==================== reg_bank_arbiter
Fig. 1: reg_bank_arbiter, nets reached from selected ports
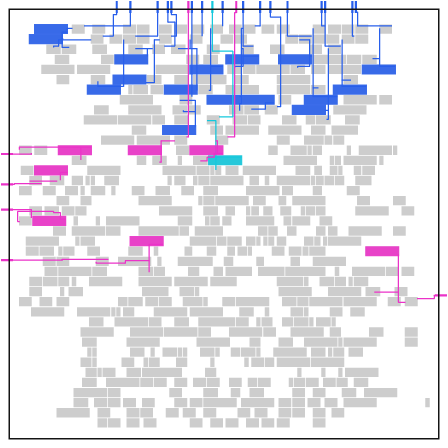

--- config.mk ---
export PLATFORM = sky130hd
export DESIGN_NAME = reg_bank_arbiter
export DESIGN_NICKNAME = d
export VERILOG_FILES = /design/src/rtl/reg_arb_pkg.sv /design/src/rtl/reg_arb_req_buf.sv /design/src/rtl/reg_bank_arbiter.sv
export SDC_FILE = /design/constraint.sdc
export NUM_CORES = 1
export LEC_CHECK = 0
export CORE_MARGIN = 2
export CORE_UTILIZATION = 35
export CTS_CLUSTER_DIAMETER = 120
export DETAILED_ROUTE_END_ITERATION = 8
export SLEW_MARGIN = 20
export SYNTH_ARGS = -nofsm -noshare
export SYNTH_HDL_FRONTEND = slang
export SYNTH_SLANG_ARGS = --single-unit
export TNS_END_PERCENT = 5
--- constraint.sdc ---
create_clock -name clk -period 1.87 [get_ports clk]
set_input_delay 0.187 -clock clk [delete_from_list [all_inputs] [get_ports clk]]
set_output_delay 0.187 -clock clk [all_outputs]
set_load 0.01 [all_outputs]
--- src/rtl/reg_arb_pkg.sv ---
// Shared types for the register-bank arbiter: FSM state, access owner and read-latency limits.
// The request struct is declared in the top because its field widths are module parameters.
package reg_arb_pkg;

  localparam int RD_LAT_MAX = 3;
  localparam int RD_CNT_W   = $clog2(RD_LAT_MAX);

  typedef enum logic [1:0] {
    IDLE,
    ACCESS,
    RD_WAIT
  } arb_state_t;

  typedef enum logic {
    OWN_SPI,
    OWN_HOST
  } arb_owner_t;

endpackage

--- src/rtl/reg_arb_req_buf.sv ---
// One-entry holding register for SPI strobes. The entry stays valid until the arbiter
// finishes the access; a push in the same cycle as the pop is accepted.
module reg_arb_req_buf #(
  parameter type req_t = logic
) (
  input  logic clk,
  input  logic rst_n,
  input  logic push,
  input  req_t push_req,
  input  logic push_dual,
  input  logic pop,
  output logic full,
  output req_t head,
  output logic ovf
);

  logic valid_q, valid_d;
  req_t data_q, data_d;
  logic ovf_q, ovf_d;
  logic full_eff;
  logic accept;

  // NOTE: every variable gets a default at the top of always_comb so no path can infer a latch.
  always_comb begin
    full_eff = valid_q & ~pop;
    accept   = push & ~full_eff;
    valid_d  = valid_q;
    data_d   = data_q;
    ovf_d    = ovf_q;
    if (pop) begin
      valid_d = 1'b0;
    end
    if (accept) begin
      valid_d = 1'b1;
      data_d  = push_req;
    end
    if ((push & full_eff) | push_dual) begin
      ovf_d = 1'b1;
    end
  end

  // NOTE: sequential state uses non-blocking assignments only; the payload is reset as well
  // because it is a single register, not a memory array.
  always_ff @(posedge clk or negedge rst_n) begin
    if (!rst_n) begin
      valid_q <= 1'b0;
      data_q  <= '0;
      ovf_q   <= 1'b0;
    end else begin
      valid_q <= valid_d;
      data_q  <= data_d;
      ovf_q   <= ovf_d;
    end
  end

  assign full = valid_q;
  assign head = data_q;
  assign ovf  = ovf_q;

endmodule

--- src/rtl/reg_bank_arbiter.sv ---
// Shares one register-bank port between single-cycle SPI strobes (absolute priority) and a host
// req/ack port. Define REG_ARB_WPROT_EN to drop SPI writes at or above RO_BASE.
module reg_bank_arbiter
  import reg_arb_pkg::*;
#(
  parameter int          DWIDTH  = 16,
  parameter int          ALINES  = 7,
  parameter int          RD_LAT  = 1,
  parameter int unsigned RO_BASE = 'h60
) (
  input  logic              clk,
  input  logic              rst_n,
  input  logic              spi_wr,
  input  logic              spi_rd,
  input  logic [ALINES-1:0] spi_addr,
  input  logic [DWIDTH-1:0] spi_wr_data,
  output logic [DWIDTH-1:0] spi_rd_data,
  output logic              spi_ovf,
  output logic              spi_wr_err,
  input  logic              host_req,
  input  logic              host_we,
  input  logic [ALINES-1:0] host_addr,
  input  logic [DWIDTH-1:0] host_wdata,
  output logic              host_ack,
  output logic [DWIDTH-1:0] host_rdata,
  output logic              bank_we,
  output logic              bank_re,
  output logic [ALINES-1:0] bank_addr,
  output logic [DWIDTH-1:0] bank_wdata,
  input  logic [DWIDTH-1:0] bank_rdata
);

  typedef struct packed {
    logic              we;
    logic [ALINES-1:0] addr;
    logic [DWIDTH-1:0] wdata;
  } reg_req_t;

`ifdef REG_ARB_WPROT_EN
  localparam bit WPROT_EN = 1'b1;
`else
  localparam bit WPROT_EN = 1'b0;
`endif

  arb_state_t          state_q, state_d;
  arb_owner_t          owner_q, owner_d;
  logic                cur_we_q, cur_we_d;
  logic [RD_CNT_W-1:0] rd_cnt_q, rd_cnt_d;
  logic                host_abort_q, host_abort_d;
  logic                bank_we_q, bank_we_d;
  logic                bank_re_q, bank_re_d;
  logic [ALINES-1:0]   bank_addr_q, bank_addr_d;
  logic [DWIDTH-1:0]   bank_wdata_q, bank_wdata_d;
  logic                host_ack_q, host_ack_d;
  logic [DWIDTH-1:0]   host_rdata_q, host_rdata_d;
  logic [DWIDTH-1:0]   spi_rd_data_q, spi_rd_data_d;
  logic                spi_wr_err_q, spi_wr_err_d;

  logic     spi_push;
  reg_req_t spi_req;
  logic     buf_full;
  reg_req_t buf_head;
  logic     buf_pop;
  reg_req_t launch_req;
  logic     spi_wr_prot;

  // A simultaneous wr+rd keeps the write: the read strobe is simply not encoded.
  assign spi_push = spi_wr | spi_rd;
  assign spi_req  = '{we: spi_wr, addr: spi_addr, wdata: spi_wr_data};

  reg_arb_req_buf #(
    .req_t(reg_req_t)
  ) u_req_buf (
    .clk      (clk),
    .rst_n    (rst_n),
    .push     (spi_push),
    .push_req (spi_req),
    .push_dual(spi_wr & spi_rd),
    .pop      (buf_pop),
    .full     (buf_full),
    .head     (buf_head),
    .ovf      (spi_ovf)
  );

  // A held entry is older than any strobe arriving now, and such a strobe is dropped anyway.
  assign launch_req  = buf_full ? buf_head : spi_req;
  assign spi_wr_prot = WPROT_EN && launch_req.we && (launch_req.addr >= ALINES'(RO_BASE));

  always_comb begin
    state_d       = state_q;
    owner_d       = owner_q;
    cur_we_d      = cur_we_q;
    rd_cnt_d      = rd_cnt_q;
    host_abort_d  = host_abort_q;
    bank_we_d     = 1'b0;
    bank_re_d     = 1'b0;
    bank_addr_d   = bank_addr_q;
    bank_wdata_d  = bank_wdata_q;
    host_ack_d    = 1'b0;
    host_rdata_d  = host_rdata_q;
    spi_rd_data_d = spi_rd_data_q;
    spi_wr_err_d  = spi_wr_err_q;
    buf_pop       = 1'b0;

    unique case (state_q)
      IDLE: begin
        if (buf_full || spi_push) begin
          state_d      = ACCESS;
          owner_d      = OWN_SPI;
          cur_we_d     = launch_req.we;
          bank_we_d    = launch_req.we && !spi_wr_prot;
          bank_re_d    = !launch_req.we;
          bank_addr_d  = launch_req.addr;
          bank_wdata_d = launch_req.wdata;
          if (spi_wr_prot) begin
            spi_wr_err_d = 1'b1;
          end
        end else if (host_req && !host_ack_q) begin
          // host_req seen together with host_ack belongs to the request just acknowledged.
          state_d      = ACCESS;
          owner_d      = OWN_HOST;
          cur_we_d     = host_we;
          host_abort_d = 1'b0;
          bank_we_d    = host_we;
          bank_re_d    = !host_we;
          bank_addr_d  = host_addr;
          bank_wdata_d = host_wdata;
        end
      end

      ACCESS: begin
        if (owner_q == OWN_HOST && !host_req) begin
          host_abort_d = 1'b1;
        end
        if (cur_we_q) begin
          state_d = IDLE;
          if (owner_q == OWN_SPI) begin
            buf_pop = 1'b1;
          end else begin
            host_ack_d = host_req && !host_abort_q;
          end
        end else begin
          state_d  = RD_WAIT;
          rd_cnt_d = RD_CNT_W'(RD_LAT - 1);
        end
      end

      RD_WAIT: begin
        if (owner_q == OWN_HOST && !host_req) begin
          host_abort_d = 1'b1;
        end
        if (rd_cnt_q == '0) begin
          state_d = IDLE;
          if (owner_q == OWN_SPI) begin
            spi_rd_data_d = bank_rdata;
            buf_pop       = 1'b1;
          end else if (host_req && !host_abort_q) begin
            host_ack_d   = 1'b1;
            host_rdata_d = bank_rdata;
          end
        end else begin
          rd_cnt_d = rd_cnt_q - 1'b1;
        end
      end

      default: state_d = IDLE;
    endcase
  end

  always_ff @(posedge clk or negedge rst_n) begin
    if (!rst_n) begin
      state_q       <= IDLE;
      owner_q       <= OWN_SPI;
      cur_we_q      <= 1'b0;
      rd_cnt_q      <= '0;
      host_abort_q  <= 1'b0;
      bank_we_q     <= 1'b0;
      bank_re_q     <= 1'b0;
      bank_addr_q   <= '0;
      bank_wdata_q  <= '0;
      host_ack_q    <= 1'b0;
      host_rdata_q  <= '0;
      spi_rd_data_q <= '0;
      spi_wr_err_q  <= 1'b0;
    end else begin
      state_q       <= state_d;
      owner_q       <= owner_d;
      cur_we_q      <= cur_we_d;
      rd_cnt_q      <= rd_cnt_d;
      host_abort_q  <= host_abort_d;
      bank_we_q     <= bank_we_d;
      bank_re_q     <= bank_re_d;
      bank_addr_q   <= bank_addr_d;
      bank_wdata_q  <= bank_wdata_d;
      host_ack_q    <= host_ack_d;
      host_rdata_q  <= host_rdata_d;
      spi_rd_data_q <= spi_rd_data_d;
      spi_wr_err_q  <= spi_wr_err_d;
    end
  end

  assign bank_we     = bank_we_q;
  assign bank_re     = bank_re_q;
  assign bank_addr   = bank_addr_q;
  assign bank_wdata  = bank_wdata_q;
  assign host_ack    = host_ack_q;
  assign host_rdata  = host_rdata_q;
  assign spi_rd_data = spi_rd_data_q;
  assign spi_wr_err  = spi_wr_err_q;

endmodule
==================== ps2_key_tracker
$ cat src/rtl/ps2_key_defs.sv
// Shared definitions for the PS/2 key tracker: scancodes, source/button
// indices, event field widths and the scancode/button mapping helpers.
package ps2_key_defs;

  localparam int unsigned NUM_BTN   = 8;
  localparam int unsigned NUM_SRC   = 12;
  localparam int unsigned EVT_IDX_W = 3;
  localparam int unsigned EVT_W     = EVT_IDX_W + 1;

  // Set-2 make codes (expand prefix is ignored, so keypad and arrows alias)
  localparam logic [7:0] SC_W     = 8'h1D;
  localparam logic [7:0] SC_S     = 8'h1B;
  localparam logic [7:0] SC_A     = 8'h1C;
  localparam logic [7:0] SC_D     = 8'h23;
  localparam logic [7:0] SC_J     = 8'h3B;
  localparam logic [7:0] SC_K     = 8'h42;
  localparam logic [7:0] SC_ENTER = 8'h5A;
  localparam logic [7:0] SC_SPACE = 8'h29;
  localparam logic [7:0] SC_KP8   = 8'h75;
  localparam logic [7:0] SC_KP2   = 8'h72;
  localparam logic [7:0] SC_KP4   = 8'h6B;
  localparam logic [7:0] SC_KP6   = 8'h74;

  localparam int unsigned BTN_UP     = 0;
  localparam int unsigned BTN_DOWN   = 1;
  localparam int unsigned BTN_LEFT   = 2;
  localparam int unsigned BTN_RIGHT  = 3;
  localparam int unsigned BTN_A      = 4;
  localparam int unsigned BTN_B      = 5;
  localparam int unsigned BTN_START  = 6;
  localparam int unsigned BTN_SELECT = 7;

  localparam int unsigned SRC_W     = 0;
  localparam int unsigned SRC_KP8   = 1;
  localparam int unsigned SRC_S     = 2;
  localparam int unsigned SRC_KP2   = 3;
  localparam int unsigned SRC_A     = 4;
  localparam int unsigned SRC_KP4   = 5;
  localparam int unsigned SRC_D     = 6;
  localparam int unsigned SRC_KP6   = 7;
  localparam int unsigned SRC_J     = 8;
  localparam int unsigned SRC_K     = 9;
  localparam int unsigned SRC_ENTER = 10;
  localparam int unsigned SRC_SPACE = 11;

  // One-hot source select for a scancode; all zeros for unmapped codes.
  function automatic logic [NUM_SRC-1:0] src_onehot(input logic [7:0] code);
    logic [NUM_SRC-1:0] oh;
    oh = '0;
    case (code)
      SC_W:     oh[SRC_W]     = 1'b1;
      SC_KP8:   oh[SRC_KP8]   = 1'b1;
      SC_S:     oh[SRC_S]     = 1'b1;
      SC_KP2:   oh[SRC_KP2]   = 1'b1;
      SC_A:     oh[SRC_A]     = 1'b1;
      SC_KP4:   oh[SRC_KP4]   = 1'b1;
      SC_D:     oh[SRC_D]     = 1'b1;
      SC_KP6:   oh[SRC_KP6]   = 1'b1;
      SC_J:     oh[SRC_J]     = 1'b1;
      SC_K:     oh[SRC_K]     = 1'b1;
      SC_ENTER: oh[SRC_ENTER] = 1'b1;
      SC_SPACE: oh[SRC_SPACE] = 1'b1;
      default:  oh = '0;
    endcase
    return oh;
  endfunction

  // A button is held while any of its sources is held.
  function automatic logic [NUM_BTN-1:0] src_to_btn(input logic [NUM_SRC-1:0] src);
    logic [NUM_BTN-1:0] btn;
    btn = '0;
    btn[BTN_UP]     = src[SRC_W] | src[SRC_KP8];
    btn[BTN_DOWN]   = src[SRC_S] | src[SRC_KP2];
    btn[BTN_LEFT]   = src[SRC_A] | src[SRC_KP4];
    btn[BTN_RIGHT]  = src[SRC_D] | src[SRC_KP6];
    btn[BTN_A]      = src[SRC_J];
    btn[BTN_B]      = src[SRC_K];
    btn[BTN_START]  = src[SRC_ENTER];
    btn[BTN_SELECT] = src[SRC_SPACE];
    return btn;
  endfunction

endpackage

$ cat src/rtl/key_event_fifo.sv
// Generic synchronous FIFO with wrap-bit pointers and a sticky overflow flag.
// A push into a full FIFO is accepted only when a pop happens in the same cycle.
module key_event_fifo #(
  parameter int unsigned WIDTH = 4,
  parameter int unsigned DEPTH = 4
) (
  input  logic             clk,
  input  logic             rst,
  input  logic             push,
  input  logic [WIDTH-1:0] wdata,
  input  logic             pop,
  output logic [WIDTH-1:0] rdata,
  output logic             full,
  output logic             empty,
  output logic             overflow
);

  localparam int unsigned AW = $clog2(DEPTH);

  logic [WIDTH-1:0] mem_q [DEPTH];
  logic [AW:0]      wr_ptr_q, rd_ptr_q;
  logic             overflow_q;
  logic             do_push, do_pop;

  // Occupancy flags and accepted push/pop decisions.
  always_comb begin
    empty   = (wr_ptr_q == rd_ptr_q);
    full    = (wr_ptr_q[AW] != rd_ptr_q[AW]) && (wr_ptr_q[AW-1:0] == rd_ptr_q[AW-1:0]);
    do_pop  = pop && !empty;
    do_push = push && (!full || do_pop);
  end

  // Pointer, storage and overflow state.
  always_ff @(posedge clk or posedge rst) begin
    if (rst) begin
      wr_ptr_q   <= '0;
      rd_ptr_q   <= '0;
      overflow_q <= 1'b0;
      for (int i = 0; i < int'(DEPTH); i++) mem_q[i] <= '0;
    end else begin
      if (do_push) begin
        mem_q[wr_ptr_q[AW-1:0]] <= wdata;
        wr_ptr_q                <= wr_ptr_q + 1'b1;
      end
      if (do_pop) rd_ptr_q <= rd_ptr_q + 1'b1;
      if (push && !do_push) overflow_q <= 1'b1;
    end
  end

  assign rdata    = mem_q[rd_ptr_q[AW-1:0]];
  assign overflow = overflow_q;

endmodule

$ cat src/rtl/ps2_key_tracker.sv
// Maps decoded PS/2 scancodes onto 8 game buttons, keeps a held bitmap with
// press/release pulses and a stuck-key watchdog.
// Optional event FIFO enabled by defining PS2_KEY_EVENT_FIFO_EN.
module ps2_key_tracker
  import ps2_key_defs::*;
#(
  parameter int unsigned TIMEOUT_CYCLES = 32'd0,
  parameter int unsigned FIFO_DEPTH     = 4
) (
  input  logic               clk,
  input  logic               rst,
  input  logic [9:0]         key_data,
  input  logic               key_ready,
  output logic [NUM_BTN-1:0] btn_held,
  output logic [NUM_BTN-1:0] btn_press,
  output logic [NUM_BTN-1:0] btn_release,
  output logic               evt_valid,
  output logic [EVT_W-1:0]   evt_data,
  input  logic               evt_pop,
  output logic               evt_overflow
);

  logic [NUM_SRC-1:0] src_q, src_d, hit;
  logic [31:0]        cnt_q, cnt_d;
  logic               wd_clr_q;  // last source change was a watchdog clear
  logic               expire;
  logic [NUM_BTN-1:0] held_q, held_d, press_q, release_q;
  logic               unused_expand;

  assign unused_expand = key_data[9];

  // Source bit update from scancodes, watchdog expiry and idle counter.
  always_comb begin
    hit    = src_onehot(key_data[7:0]);
    expire = 1'b0;
    if (TIMEOUT_CYCLES != 0) begin
      expire = (|src_q) && !key_ready && (cnt_q == TIMEOUT_CYCLES - 32'd1);
    end
    src_d = src_q;
    if (key_ready) begin
      src_d = key_data[8] ? (src_q & ~hit) : (src_q | hit);
    end else if (expire) begin
      src_d = '0;
    end
    if (key_ready || !(|src_q) || expire) cnt_d = '0;
    else cnt_d = cnt_q + 32'd1;
    held_d = src_to_btn(src_q);
  end

  // Source, counter, held bitmap and edge pulse registers.
  always_ff @(posedge clk or posedge rst) begin
    if (rst) begin
      src_q     <= '0;
      cnt_q     <= '0;
      wd_clr_q  <= 1'b0;
      held_q    <= '0;
      press_q   <= '0;
      release_q <= '0;
    end else begin
      src_q     <= src_d;
      cnt_q     <= cnt_d;
      wd_clr_q  <= expire;
      held_q    <= held_d;
      press_q   <= held_d & ~held_q;
      release_q <= ~held_d & held_q;
    end
  end

  assign btn_held    = held_q;
  assign btn_press   = press_q;
  assign btn_release = release_q;

`ifdef PS2_KEY_EVENT_FIFO_EN
  logic [NUM_BTN-1:0]   chg;
  logic [EVT_IDX_W-1:0] evt_idx;
  logic                 evt_push;
  logic [EVT_W-1:0]     evt_wdata;
  logic                 fifo_empty;
  logic                 unused_fifo_full;

  // A scancode changes at most one button per cycle; encode it as an event.
  always_comb begin
    chg     = held_d ^ held_q;
    evt_idx = '0;
    for (int i = 0; i < int'(NUM_BTN); i++) begin
      if (chg[i]) evt_idx = i[EVT_IDX_W-1:0];
    end
    evt_push  = (|chg) && !wd_clr_q;
    evt_wdata = {held_q[evt_idx], evt_idx};
  end

  key_event_fifo #(
    .WIDTH(EVT_W),
    .DEPTH(FIFO_DEPTH)
  ) u_fifo (
    .clk      (clk),
    .rst      (rst),
    .push     (evt_push),
    .wdata    (evt_wdata),
    .pop      (evt_pop),
    .rdata    (evt_data),
    .full     (unused_fifo_full),
    .empty    (fifo_empty),
    .overflow (evt_overflow)
  );

  assign evt_valid = !fifo_empty;
`else
  logic [33:0] unused_cfg;

  assign unused_cfg   = {evt_pop, wd_clr_q, 32'(FIFO_DEPTH)};
  assign evt_valid    = 1'b0;
  assign evt_data     = '0;
  assign evt_overflow = 1'b0;
`endif

endmodule

$ cat config.mk
export PLATFORM = sky130hd
export DESIGN_NAME = ps2_key_tracker
export DESIGN_NICKNAME = d
export VERILOG_FILES = /design/src/rtl/ps2_key_defs.sv /design/src/rtl/key_event_fifo.sv /design/src/rtl/ps2_key_tracker.sv
export SDC_FILE = /design/constraint.sdc
export NUM_CORES = 1
export LEC_CHECK = 0
export CAP_MARGIN = 0
export CORE_ASPECT_RATIO = 0.6
export CORE_MARGIN = 5
export CORE_UTILIZATION = 40
export DETAILED_ROUTE_END_ITERATION = 10
export GPL_TIMING_DRIVEN = 0
export PLACE_DENSITY_LB_ADDON = 0.25
export SLEW_MARGIN = 20
export SYNTH_ARGS = -nofsm -noshare
export SYNTH_HDL_FRONTEND = slang
export SYNTH_SLANG_ARGS = --single-unit
$ cat constraint.sdc
create_clock -name clk -period 1.26 [get_ports clk]
set_clock_uncertainty 0.1 [all_clocks]
set_input_delay 0.126 -clock clk [delete_from_list [all_inputs] [get_ports clk]]
set_output_delay 0.126 -clock clk [all_outputs]
set_load 0.02 [all_outputs]
Fig. 2: ps2_key_tracker, metal layers overlaid
Bar = 20 um.
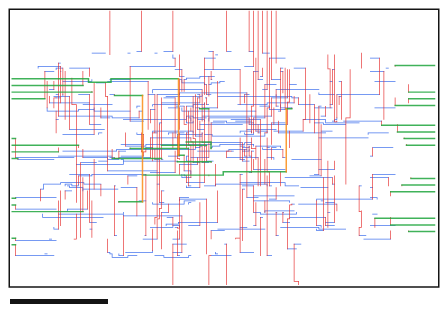
Orange marks met4, wire length 50.3 um. Green marks met3, wire length 308 um. Blue marks met1, wire length 1220 um. Red marks met2, wire length 1340 um.
detailed-route via count: 1039
final routed wirelength across all metal layers: 2920 um

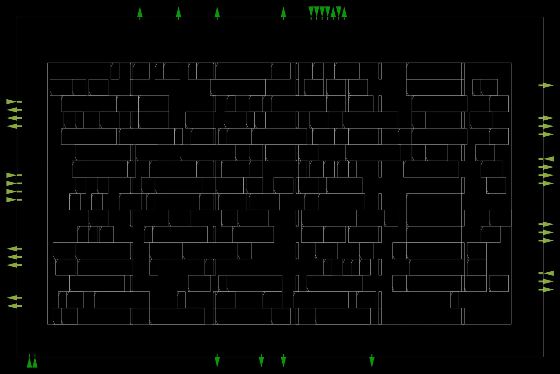
Fig. 3. Placed standard cells (ps2_key_tracker).
tap cell count: 45
total number of sequential cells: 36

==> flow.log, ps2_key_tracker <==
[flow] summary of implementation run
[metrics] Die Y-Extent: 56.6 um
[metrics] number of DRC markers after the initial detailed-route iteration: 37
[metrics] net switching share of the total power: 0.236
[metrics] buffers outside the clock class: 42
[metrics] sort of element at the end of the critical path: primary output
[metrics] power density over the cells: 1150 nW/um2
[metrics] dominant class by area: sequential cells
[metrics] most frequently used flop master after synthesis: dfrtp_1
[metrics] Max Clock Freq: 0.826 GHz
[metrics] largest buffer count on any clock path: 2
[metrics] number of DRC violations after detailed routing: 0
[metrics] register-to-register path setup slack: 390 ps
[metrics] highest signal layer in the routed design: met4
[metrics] Switch Pwr: 0.000542 W
[metrics] floorplan-stage core utilization: 0.430
[metrics] final cell count without fillers: 209
[metrics] endpoints failing setup: 0
[metrics] total instance count after detailed placement: 201
[metrics] share of flip-flops with an asynchronous set or reset after synthesis: 1.00
[metrics] busiest grt layer: met2
[metrics] growth of design area from synthesis to finish: 37.3%
[metrics] routed metal-1 wirelength: 1220 um
[metrics] Floorplan Core Area: 3360 um2
[metrics] outcome: complete, no violations
[metrics] power share of the clock group: 0.348
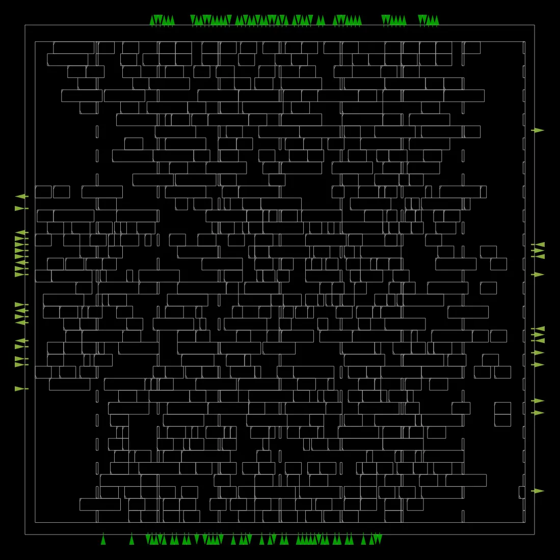
Fig. 4. Placed standard cells (reg_bank_arbiter).
core occupancy in the finished layout: 0.533
final cell count without fillers: 667
total number of sequential cells: 91
Floorplan Core Area: 12100 um2
number of core rows: 40

## Picture notes: Fig. 1
Magenta marks bank_addr, direction output, edge 4 west, 2 north, 1 east, end cells 7, buffers 7, wire 246 um. Cyan marks spi_ovf, direction output, edge north, end cells 1, buffers 1, wire 60.2 um. Blue marks host_rdata, direction output, edge north, end cells 16, buffers 16, wire 456 um.

==> flow.log, reg_bank_arbiter <==
[flow] summary of implementation run
[metrics] CTS Hold Buffers Added: 1
[metrics] routed metal-1 wirelength: 4850 um
[metrics] DR vias/cell: 4.86
[metrics] cell type contributing the most total cell area after synthesis: dfrtp_1
[metrics] synthesis area per yosys: 4340 um2
[metrics] cell internal power dissipation: 0.00710 W
[metrics] max FFs per register: 24
[metrics] Worst Slack Setup Final: -7.26 ps
[metrics] wire length on met3: 317 um
[metrics] number of DRC violations after detailed routing: 0
[metrics] P_comb: 0.00479 W
[metrics] Hold Slack: 239 ps
[metrics] Resize count post-CTS: 7
[metrics] Ports: 128
[metrics] Max Clock Freq: 0.533 GHz
[metrics] pin count of the biggest net entering global routing: 57
[metrics] Die Y-Extent: 115 um
[metrics] floorplan-stage core utilization: 0.359
[metrics] antenna cells: 0
[metrics] buffers outside the clock class: 160
[metrics] combinational share of cell area: 0.287
[metrics] power group with the highest consumption: combinational cells
[metrics] tap cell count: 168
[metrics] vias in the first global route: 3490
[metrics] total die size: 13300 um2
[metrics] final critical-path share of the clock period: 1.00
[metrics] unrepaired setup endpoints after global routing: yes
[metrics] most common cell in the synthesized netlist: dfrtp_1
[metrics] nets in the synthesized netlist: 420
[metrics] mean cell area of the mapped netlist: 12.5 um2
[metrics] TritonCTS clock tree: built
[metrics] sequential-to-total area share from yosys stat: 0.525
[metrics] total clock network power: 0.00208 W
[metrics] die boundary width: 115 um
[metrics] routability cong.: 0.828
[metrics] Tot Pwr: 0.0101 W
[metrics] highest signal layer in the routed design: met4
[metrics] Buffers on Ports: 126
[metrics] latest clock arrival within the worst-skew pair: 340 ps
[metrics] mux share of post-synthesis cell area: 0.213
[metrics] share of final-layout standard cells stronger than drive strength 1: 0.281
[metrics] data arrival at the endpoint of the critical path: 2100 ps
[metrics] endpoints failing setup: 6
[metrics] total instance count after detailed placement: 645
[metrics] final tally of hold violations: 0
[metrics] violated checks: setup timing
[metrics] capturing instance or port of the critical path: u_req_buf.head[19]
[metrics] metal2 WL: 5550 um
[metrics] dominant class by area: sequential cells
[metrics] Clock Skews: 4.33 ps
[metrics] AND/OR/NAND/NOR Cells, Area Fraction: 0.103
[metrics] number of DRC markers after the initial detailed-route iteration: 112
[metrics] Post-CTS Setup Repair Bufs: 4
[metrics] mapped cell area: 4340 um2
[metrics] Crit Path Category: reg2reg
[metrics] most frequently used flop master after synthesis: dfrtp_1
[metrics] grt met1 use: 0.231
[metrics] outcome: finished, violations left
[metrics] Congestion Overflow GR: 0
[metrics] number of flops mapped to enable cells by yosys: 0
[metrics] pre-CTS setup slack: -25.9 ps
[metrics] Logic family by area: multiplexers
[metrics] number of cells in the yosys synthesis report: 347

==> gallery <==
Pin placement.
Pins as bars across the die edge, other pins in gray.
picture 1
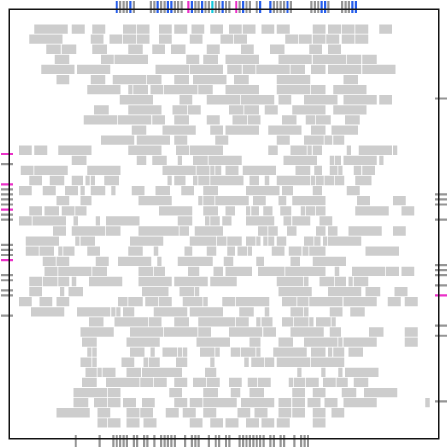
picture 2
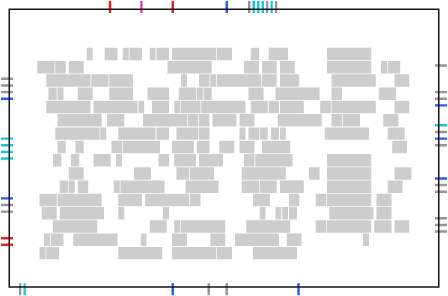
reg_bank_arbiter: picture 1
ps2_key_tracker: picture 2
- most pins: picture 1


==================== encrypt_pipe
Fig. 5: encrypt_pipe, pin placement
Pins as bars across the die edge, other pins in gray.
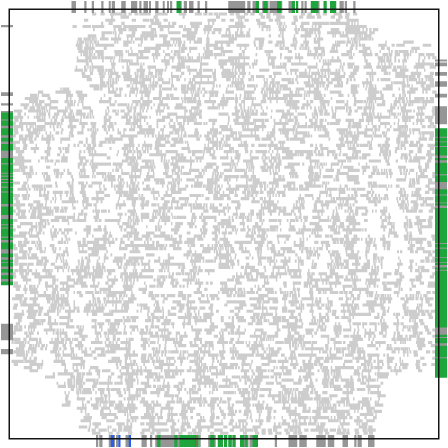

===== config.mk =====
export PLATFORM = sky130hd
export DESIGN_NAME = encrypt_pipe
export DESIGN_NICKNAME = d
export VERILOG_FILES = /design/src/rtl/encrypt_pipe.sv
export SDC_FILE = /design/constraint.sdc
export NUM_CORES = 2
export LEC_CHECK = 0
export ABC_AREA = 1
export CAP_MARGIN = 20
export CORE_UTILIZATION = 37
export CTS_BUF_LIST = sky130_fd_sc_hd__clkbuf_4 sky130_fd_sc_hd__clkbuf_8 sky130_fd_sc_hd__clkbuf_16
export CTS_CLUSTER_SIZE = 20
export DETAILED_ROUTE_END_ITERATION = 6
export PLACE_DENSITY = 0.56
export SYNTH_ARGS = -nofsm -noshare
export SYNTH_HDL_FRONTEND = slang
export SYNTH_SLANG_ARGS = --single-unit

===== constraint.sdc =====
create_clock -name clk -period 6.9 [get_ports clk]
set_input_delay 1.38 -clock clk [delete_from_list [all_inputs] [get_ports clk]]
set_output_delay 1.38 -clock clk [all_outputs]
set_load 0.1 [all_outputs]

===== src/rtl/encrypt_pipe.sv =====
`timescale 1ns/1ps
// encrypt_pipe: handshaked iterative encrypt path.
// A work unit is pre-mixed on accept, then run through ROUNDS rounds of
// nibble S-box substitution, full-state left-rotate and round-constant XOR,
// one round per clock, and presented on the output until consumed.
//
// Handshake: a unit moves on a rising edge where valid & ready are both high.
// in_valid/in_data must hold until accepted; out_valid/out_data hold until
// out_ready is seen high on an edge. in_ready is combinational so a finished
// unit can be consumed and a new one accepted on the same edge.
module encrypt_pipe #(
  parameter int WORD_BITS = 32,
  parameter int WORDS     = 8,
  parameter int ROUNDS    = 16,
  parameter int ROT_BITS  = 0,
  localparam int RW       = (ROUNDS > 1) ? $clog2(ROUNDS) : 1
) (
  input  logic                         clk,
  input  logic                         rst_n,
  input  logic                         flush,
  input  logic [WORD_BITS*WORDS-1:0]   in_data,
  input  logic                         in_valid,
  output logic                         in_ready,
  output logic [WORD_BITS*WORDS-1:0]   out_data,
  output logic                         out_valid,
  input  logic                         out_ready,
  output logic                         busy,
  output logic [RW-1:0]                round_idx
);

  localparam int DB  = WORD_BITS * WORDS;
  localparam int NIB = DB / 4;

  typedef enum logic [1:0] {
    S_IDLE = 2'd0,
    S_RUN  = 2'd1,
    S_DONE = 2'd2
  } state_t;

  state_t          r_state;
  logic [DB-1:0]   r_st;
  logic [DB-1:0]   r_out;
  logic [RW-1:0]   r_rnd;
  logic            r_out_valid;

  logic [WORD_BITS-1:0] w_total;
  logic [DB-1:0]        w_premix;
  logic [DB-1:0]        w_sub;
  logic [DB-1:0]        w_rot;
  logic [DB-1:0]        w_round;
  logic                 w_last;
  logic                 w_accept;

  // 4-bit substitution box applied to every nibble of the state
  function automatic logic [3:0] f_sbox(input logic [3:0] x);
    logic [3:0] y;
    case (x)
      4'h0: y = 4'hC;
      4'h1: y = 4'h5;
      4'h2: y = 4'h6;
      4'h3: y = 4'hB;
      4'h4: y = 4'h9;
      4'h5: y = 4'h0;
      4'h6: y = 4'hA;
      4'h7: y = 4'hD;
      4'h8: y = 4'h3;
      4'h9: y = 4'hE;
      4'hA: y = 4'hF;
      4'hB: y = 4'h8;
      4'hC: y = 4'h4;
      4'hD: y = 4'h7;
      4'hE: y = 4'h1;
      default: y = 4'h2;
    endcase
    return y;
  endfunction

  // Pre-mix: fold all words into one, then XOR the fold back into every word
  always_comb begin
    w_total  = '0;
    w_premix = in_data;
    for (int i = 0; i < WORDS; i++) begin
      w_total = w_total ^ in_data[i*WORD_BITS +: WORD_BITS];
    end
    for (int i = 0; i < WORDS; i++) begin
      w_premix[i*WORD_BITS +: WORD_BITS] = in_data[i*WORD_BITS +: WORD_BITS] ^ w_total;
    end
  end

  // Substitution layer of the current round
  always_comb begin
    w_sub = r_st;
    for (int n = 0; n < NIB; n++) begin
      w_sub[n*4 +: 4] = f_sbox(r_st[n*4 +: 4]);
    end
  end

  // Full-state left rotate; a zero rotate is a plain pass-through
  generate
    if (ROT_BITS == 0) begin : g_no_rot
      assign w_rot = w_sub;
    end else begin : g_rot
      assign w_rot = (w_sub << ROT_BITS) | (w_sub >> (DB - ROT_BITS));
    end
  endgenerate

  // Round constant is the round number itself, dropped into the low bits
  assign w_round  = w_rot ^ {{(DB-RW){1'b0}}, r_rnd};
  assign w_last   = (r_rnd == RW'(ROUNDS - 1));

  assign in_ready = ~flush & rst_n &
                    ((r_state == S_IDLE) | ((r_state == S_DONE) & out_ready));
  assign w_accept = in_valid & in_ready;

  assign out_data  = r_out;
  assign out_valid = r_out_valid;
  assign busy      = (r_state != S_IDLE);
  assign round_idx = r_rnd;

  // Control FSM: IDLE -> RUN (ROUNDS edges) -> DONE -> IDLE or straight back to RUN
  always_ff @(posedge clk) begin
    if (!rst_n) begin
      r_state     <= S_IDLE;
      r_st        <= '0;
      r_out       <= '0;
      r_rnd       <= '0;
      r_out_valid <= 1'b0;
    end else if (flush) begin
      // Abort: the in-flight unit is dropped, the last result stays on out_data
      r_state     <= S_IDLE;
      r_rnd       <= '0;
      r_out_valid <= 1'b0;
    end else begin
      case (r_state)
        S_IDLE: begin
          if (w_accept) begin
            r_st    <= w_premix;
            r_rnd   <= '0;
            r_state <= S_RUN;
          end
        end
        S_RUN: begin
          r_st <= w_round;
          if (w_last) begin
            r_out       <= w_round;
            r_out_valid <= 1'b1;
            r_rnd       <= '0;
            r_state     <= S_DONE;
          end else begin
            r_rnd <= r_rnd + RW'(1);
          end
        end
        S_DONE: begin
          if (out_ready) begin
            r_out_valid <= 1'b0;
            if (w_accept) begin
              r_st    <= w_premix;
              r_rnd   <= '0;
              r_state <= S_RUN;
            end else begin
              r_state <= S_IDLE;
            end
          end
        end
        default: begin
          r_state     <= S_IDLE;
          r_rnd       <= '0;
          r_out_valid <= 1'b0;
        end
      endcase
    end
  end

endmodule


==================== pipeline_hazard_ctrl
### src/rtl/pipeline_hazard_ctrl.sv
// Hazard, forwarding and trap-sequencing controller for the in-order pipeline.
// Optional performance counters are enabled by defining HAZARD_PERF_CNT_EN.
module pipeline_hazard_ctrl #(
    parameter int STAGES     = 2,
    parameter int LOAD_STAGE = 1,
    parameter int XLEN       = 32,
    parameter int FSEL_W     = $clog2(STAGES + 1)
) (
    input  logic              clock,
    input  logic              reset,
    input  logic              d_valid,
    input  logic [4:0]        d_rs1,
    input  logic [4:0]        d_rs2,
    input  logic              d_rs1_used,
    input  logic              d_rs2_used,
    input  logic [4:0]        d_rd,
    input  logic              d_reg_we,
    input  logic              d_is_load,
    input  logic              d_is_mret,
    input  logic [XLEN-1:0]   d_pc,
    input  logic              s0_branch_taken,
    input  logic              irq,
    input  logic              irq_en,
    output logic [FSEL_W-1:0] fwd_sel_a,
    output logic [FSEL_W-1:0] fwd_sel_b,
    output logic              stall_if,
    output logic              stall_d,
    output logic              flush_d,
    output logic              trap_take,
    output logic              mret_take,
    output logic [XLEN-1:0]   epc,
    output logic [31:0]       perf_stall_cnt,
    output logic [31:0]       perf_flush_cnt
);

    typedef enum logic [1:0] {
        ST_RUN   = 2'd0,
        ST_DRAIN = 2'd1,
        ST_TRAP  = 2'd2
    } state_t;

    state_t            r_state;
    state_t            w_state_nxt;
    logic [STAGES-1:0] r_sb_valid;
    logic [STAGES-1:0] r_sb_we;
    logic [STAGES-1:0] r_sb_load;
    logic [4:0]        r_sb_rd [STAGES];
    logic [XLEN-1:0]   r_epc;

    logic [FSEL_W-1:0] w_sel_a;
    logic [FSEL_W-1:0] w_sel_b;
    logic              w_haz_a;
    logic              w_haz_b;
    logic              w_load_use;
    logic              w_irq_go;
    logic              w_issue;
    logic              w_stall_if;
    logic              w_stall_d;
    logic              w_flush_d;
    logic              w_trap_take;
    logic              w_mret_take;

    // Forwarding lookup: scan oldest to youngest so the youngest match is the one left standing.
    always_comb begin
        w_sel_a = {FSEL_W{1'b0}};
        w_sel_b = {FSEL_W{1'b0}};
        w_haz_a = 1'b0;
        w_haz_b = 1'b0;
        for (int k = STAGES - 1; k >= 0; k--) begin
            if (d_rs1_used && (d_rs1 != 5'd0) && r_sb_valid[k] && r_sb_we[k] && (r_sb_rd[k] == d_rs1)) begin
                if (r_sb_load[k] && (k < LOAD_STAGE)) begin
                    w_haz_a = 1'b1;
                    w_sel_a = {FSEL_W{1'b0}};
                end else begin
                    w_haz_a = 1'b0;
                    w_sel_a = FSEL_W'(k + 1);
                end
            end else begin
                w_haz_a = w_haz_a;
            end
            if (d_rs2_used && (d_rs2 != 5'd0) && r_sb_valid[k] && r_sb_we[k] && (r_sb_rd[k] == d_rs2)) begin
                if (r_sb_load[k] && (k < LOAD_STAGE)) begin
                    w_haz_b = 1'b1;
                    w_sel_b = {FSEL_W{1'b0}};
                end else begin
                    w_haz_b = 1'b0;
                    w_sel_b = FSEL_W'(k + 1);
                end
            end else begin
                w_haz_b = w_haz_b;
            end
        end
    end

    assign w_load_use = d_valid & (w_haz_a | w_haz_b);

    // Next-state and control outputs; a taken branch always overrides a load-use stall.
    always_comb begin
        w_state_nxt = r_state;
        w_stall_if  = 1'b0;
        w_stall_d   = 1'b0;
        w_flush_d   = 1'b0;
        w_trap_take = 1'b0;
        w_mret_take = 1'b0;
        w_irq_go    = 1'b0;
        w_issue     = 1'b0;
        case (r_state)
            ST_RUN: begin
                w_irq_go    = irq & irq_en & d_valid & ~s0_branch_taken & ~w_load_use;
                w_stall_if  = w_load_use & ~s0_branch_taken;
                w_stall_d   = w_load_use & ~s0_branch_taken;
                w_mret_take = d_is_mret & d_valid & ~w_load_use & ~s0_branch_taken & ~w_irq_go;
                w_flush_d   = s0_branch_taken | w_mret_take;
                w_issue     = d_valid & ~w_stall_d & ~w_flush_d & ~w_irq_go;
                if (w_irq_go) begin
                    w_state_nxt = ST_DRAIN;
                end else begin
                    w_state_nxt = ST_RUN;
                end
            end
            ST_DRAIN: begin
                w_stall_if = 1'b1;
                w_stall_d  = ~s0_branch_taken;
                w_flush_d  = s0_branch_taken;
                if (r_sb_valid == {STAGES{1'b0}}) begin
                    w_state_nxt = ST_TRAP;
                end else begin
                    w_state_nxt = ST_DRAIN;
                end
            end
            ST_TRAP: begin
                w_trap_take = 1'b1;
                w_flush_d   = 1'b1;
                w_state_nxt = ST_RUN;
            end
            default: begin
                w_state_nxt = ST_RUN;
            end
        endcase
    end

    // FSM state and saved exception PC.
    always_ff @(posedge clock or negedge reset) begin
        if (!reset) begin
            r_state <= ST_RUN;
            r_epc   <= {XLEN{1'b0}};
        end else begin
            r_state <= w_state_nxt;
            if (w_irq_go) begin
                r_epc <= d_pc;
            end else begin
                r_epc <= r_epc;
            end
        end
    end

    // Scoreboard shift register; S0 takes the issued instruction or a bubble.
    always_ff @(posedge clock or negedge reset) begin
        if (!reset) begin
            r_sb_valid <= {STAGES{1'b0}};
            r_sb_we    <= {STAGES{1'b0}};
            r_sb_load  <= {STAGES{1'b0}};
            for (int i = 0; i < STAGES; i++) begin
                r_sb_rd[i] <= 5'd0;
            end
        end else begin
            r_sb_valid <= {r_sb_valid[STAGES-2:0], w_issue};
            r_sb_we    <= {r_sb_we[STAGES-2:0], w_issue & d_reg_we};
            r_sb_load  <= {r_sb_load[STAGES-2:0], w_issue & d_is_load};
            r_sb_rd[0] <= w_issue ? d_rd : 5'd0;
            for (int i = 1; i < STAGES; i++) begin
                r_sb_rd[i] <= r_sb_rd[i-1];
            end
        end
    end

`ifdef HAZARD_PERF_CNT_EN
    logic [31:0] r_perf_stall;
    logic [31:0] r_perf_flush;

    // Free-running wrap-around event counters.
    always_ff @(posedge clock or negedge reset) begin
        if (!reset) begin
            r_perf_stall <= 32'd0;
            r_perf_flush <= 32'd0;
        end else begin
            r_perf_stall <= w_stall_d ? (r_perf_stall + 32'd1) : r_perf_stall;
            r_perf_flush <= w_flush_d ? (r_perf_flush + 32'd1) : r_perf_flush;
        end
    end

    assign perf_stall_cnt = r_perf_stall;
    assign perf_flush_cnt = r_perf_flush;
`else
    assign perf_stall_cnt = 32'd0;
    assign perf_flush_cnt = 32'd0;
`endif

    assign fwd_sel_a = w_sel_a;
    assign fwd_sel_b = w_sel_b;
    assign stall_if  = w_stall_if;
    assign stall_d   = w_stall_d;
    assign flush_d   = w_flush_d;
    assign trap_take = w_trap_take;
    assign mret_take = w_mret_take;
    assign epc       = r_epc;

endmodule

### config.mk
export PLATFORM = sky130hd
export DESIGN_NAME = pipeline_hazard_ctrl
export DESIGN_NICKNAME = d
export VERILOG_FILES = /design/src/rtl/pipeline_hazard_ctrl.sv
export SDC_FILE = /design/constraint.sdc
export NUM_CORES = 1
export LEC_CHECK = 0
export CAP_MARGIN = 20
export CORE_UTILIZATION = 30
export DETAILED_ROUTE_END_ITERATION = 16
export PLACE_DENSITY = 0.68
export SYNTH_ARGS = -nofsm -noshare
export SYNTH_HDL_FRONTEND = slang
export SYNTH_SLANG_ARGS = --single-unit
export TNS_END_PERCENT = 50
### constraint.sdc
create_clock -name clock -period 2.7 [get_ports clock]
set_input_delay 0.675 -clock clock [delete_from_list [all_inputs] [get_ports clock]]
set_output_delay 0.675 -clock clock [all_outputs]
set_load 0.01 [all_outputs]

==> gallery <==
Placed standard cells.
image #1
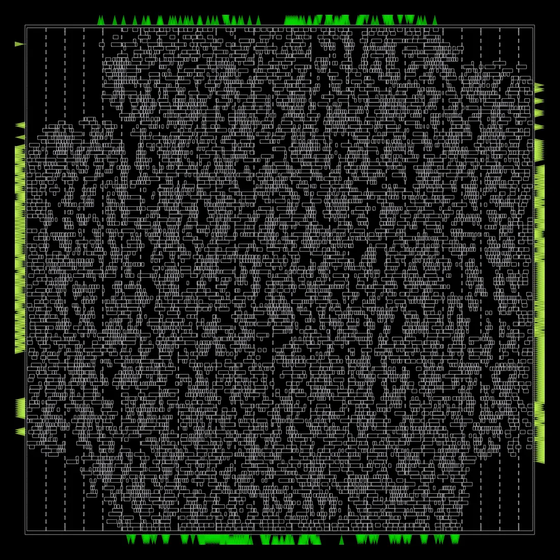
image #2
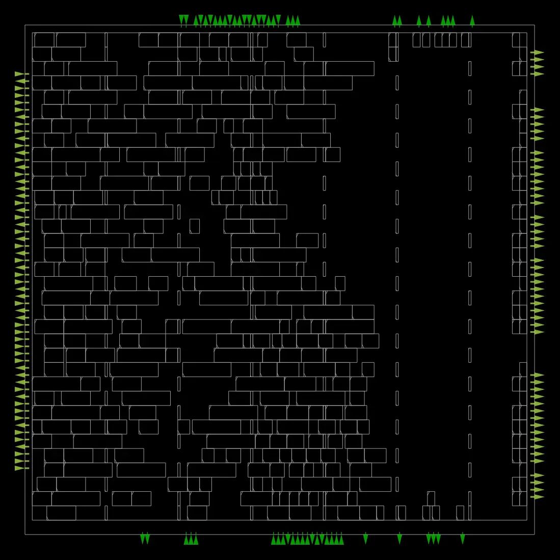
pipeline_hazard_ctrl is image #2.
encrypt_pipe is image #1.
- most sequential cells: image #1

Fig. 6: pipeline_hazard_ctrl, nets reached from selected ports
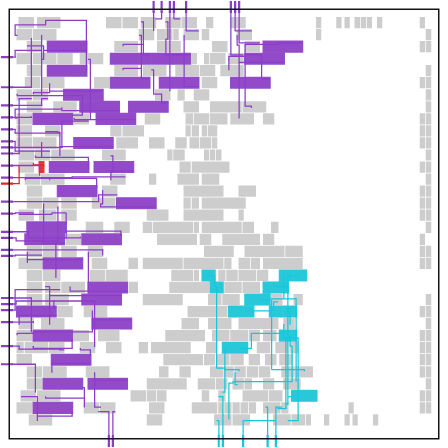
Purple marks epc, direction output, edge 22 west, 8 north, 2 south, end cells 32, buffers 32, wire 1020 um. Cyan marks d_rs1, direction input, edge south, end cells 12, buffers 11, wire 277 um. Red marks irq_en, direction input, edge west, end cells 1, buffers 1, wire 8.50 um.

==> flow.log, pipeline_hazard_ctrl <==
[flow] summary of implementation run
[metrics] outcome: finished, violations left
[metrics] violated checks: setup timing
[metrics] logic depth of the worst setup path including buffers: 8
[metrics] power share of the sequential group: 0.440
[metrics] most frequently used flop master after synthesis: dfrtp_1
[metrics] layout buffering overhead excluding clock cells: 0.309
[metrics] Top-area cell share: 0.456
[metrics] WL per Instance: 12.5 um
[metrics] most common cell in the synthesized netlist: buf_4
[metrics] Worst Slack Setup Final: -249 ps
[metrics] most frequently placed logic cells in the final layout: clkdlybuf4s50_1 (77), conb_1 (64), dfrtp_1 (49)
[metrics] Reg2Reg Depth: 9
[metrics] buffering stage count on the worst path with inverters included: 3
[metrics] metal2 WL: 2930 um
[metrics] dominant class by area: multi-input combinational cells
[metrics] worst setup path startpoint: d_rs1[2]
[metrics] Buffers on Ports: 98
[metrics] cell type contributing the most total cell area after synthesis: dfrtp_1
[metrics] final cell count without fillers: 460
[metrics] number of levels the H-tree was split into: 2
[metrics] tool warnings: 29
[metrics] share of flip-flops with an asynchronous set or reset after synthesis: 1.00
[metrics] vias in the first global route: 1894
[metrics] floorplan-stage core utilization: 0.310
[metrics] grt met1 use: 0.137
[metrics] cell breakdown of the critical path: buf_6, or4_4, o21ai_4, or4_4, a21boi_4, buf_6, o41ai_4, buf_2
[metrics] leakage component of the power: 1.95 nW
[metrics] number of core rows: 34
[metrics] routed metal-1 wirelength: 2190 um
[metrics] final tally of hold violations: 0
[metrics] Resize count post-CTS: 98
[metrics] total global routing track utilization: 0.124
[metrics] Logic family by area: buffers and inverters
[metrics] Critical Path Max Stage Delay: 540 ps
[metrics] total instance count after detailed placement: 439
[metrics] Switch Pwr: 0.000566 W
[metrics] cell with the largest stage delay on the worst path: or4_4
[metrics] combinational share of cell area: 0.324
[metrics] endpoints failing setup: 39
[metrics] fraction of area in clock buffers and inverters: 0.0254
[metrics] Clock Skews: 3.99 ps
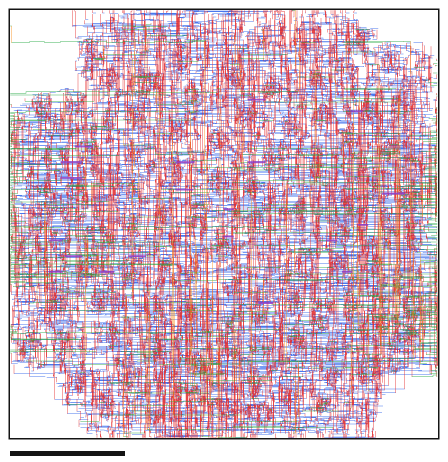
Fig. 7. Metal layers overlaid (encrypt_pipe).
Bar = 100 um.
Blue marks met1, wire length 94.6 mm. Green marks met3, wire length 15500 um. Orange marks met4, wire length 6620 um. Red marks met2, wire length 89.7 mm. Purple marks met5, wire length 241 um.

## Picture notes: Fig. 5
Blue marks round_idx, pins 4, direction output, edge south. Green marks in_data, pins 256, direction input, edge 126 east, 69 west, 36 south, 25 north. Red marks in_ready, pins 1, direction output, edge south.
Die Y-Extent: 372 um
Buffers on Ports: 523
die boundary width: 372 um

==> flow.log, encrypt_pipe <==
[flow] summary of implementation run
[metrics] cell type contributing the most total cell area after synthesis: dfxtp_1
[metrics] Logic family by area: simple AND/OR/NAND/NOR gates
[metrics] endpoints failing setup: 0
[metrics] mux share of post-synthesis cell area: 0
[metrics] Worst Setup Start Kind: input port
[metrics] Num CTS Buffers: 95
[metrics] Sequential cell area: 15500 um2
[metrics] number of core rows: 135
[metrics] leading post-synthesis cells by instance count: nand2_1 (2748), nand3_1 (1313), nor2_1 (938)
[metrics] AND/OR/NAND/NOR Cells, Area Fraction: 0.426
[metrics] synthesis area per yosys: 50700 um2
[metrics] most frequently placed logic cells in the final layout: nand2_1 (2748), nand3_1 (1313), nor2_1 (937)
[metrics] Hold Path Origin: w_rot[114]
[metrics] sort of element at the end of the critical path: flop
[metrics] fraction of the mapped netlist area in compound gates: 0.0971
[metrics] most common cell in the synthesized netlist: nand2_1
[metrics] routability cong.: 0.955
[metrics] clock input transition at the sequential cells of the worst setup and hold paths: 60 ps
[metrics] Ports: 524
[metrics] worst r2r src: r_state[1]
[metrics] WL per Instance: 19.6 um
[metrics] pin slew with the least headroom to its limit: 1190 ps
[metrics] cell breakdown of the critical path: clkdlybuf4s50_1, nor2_4, inv_2, a21oi_4, nand2_8, inv_8, buf_4, nand3_1, nand2_1, o211ai_1, a21oi_2, inv_2, ha_1, nor3_1, o21ai_0
[metrics] net switching share of the total power: 0.308
[metrics] cell internal power dissipation: 0.00852 W
[metrics] power share of the sequential group: 0.394
[metrics] Congestion Overflow GR: 0
[metrics] Tot Pwr: 0.0123 W
[metrics] net count of the finished layout: 9274
[metrics] tap cell count: 1781
[metrics] post-synthesis register bit count: 775
[metrics] final instance area: 60400 um2
[metrics] sum of negative setup slack: 0 ps
[metrics] outcome: complete, no violations
[metrics] buffering stage count on the worst path with inverters included: 5
[metrics] total die size: 138000 um2
[metrics] share of final-layout standard cells stronger than drive strength 1: 0.0477
[metrics] mean cell area of the mapped netlist: 6.06 um2
[metrics] worst setup path startpoint: flush
[metrics] class of the tightest hold or removal check: reg2reg
[metrics] final tally of hold violations: 0
[metrics] endpoint with the worst hold slack: out_data[114]
[metrics] antenna cells: 12
[metrics] Reg2Reg Depth: 14
[metrics] fraction of area in clock buffers and inverters: 0.0534
[metrics] number of cells in the yosys synthesis report: 8352
[metrics] data arrival at the endpoint of the critical path: 5380 ps
[metrics] routed metal-1 wirelength: 94600 um
[metrics] sequential-to-total area share from yosys stat: 0.306
[metrics] final cell count without fillers: 10600
[metrics] Logic pwr share: 0.181
[metrics] Hold Slack: 482 ps
[metrics] hold path depth: 2


==> notes/layouts.md <==
Pictures saved along the way, in no particular order.

Clock distribution.
shot_01.png
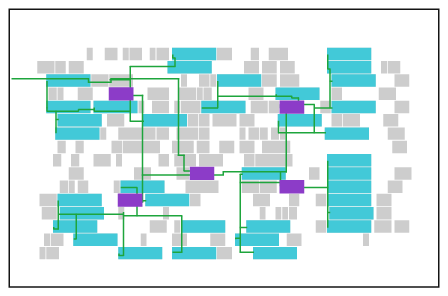
shot_02.png
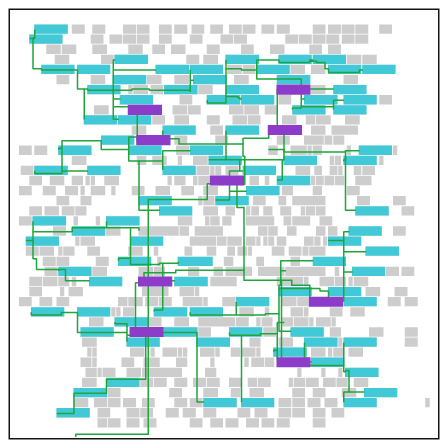
shot_03.png
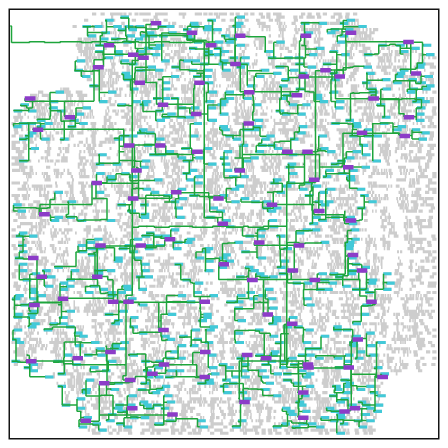
shot_04.png
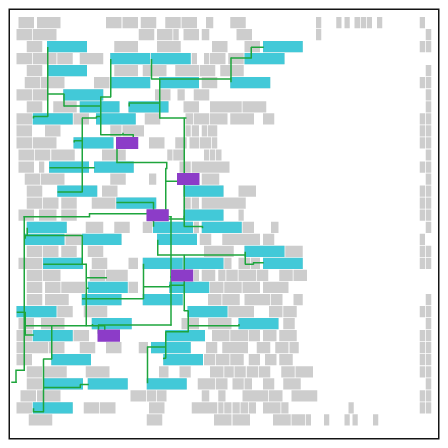
pipeline_hazard_ctrl -> shot_04.png
ps2_key_tracker -> shot_01.png
reg_bank_arbiter -> shot_02.png
encrypt_pipe -> shot_03.png
The one with the most sequential cells is shot_03.png.

Key to shot_02.png:
Green marks clock wires, length 1190 um. Cyan marks flip-flops, count 91. Purple marks cells driving clock nets, count 9.
There are 10 routed clock nets. Position of the flops: all over the die.

Power is estimated from default activity; no workload was simulated.
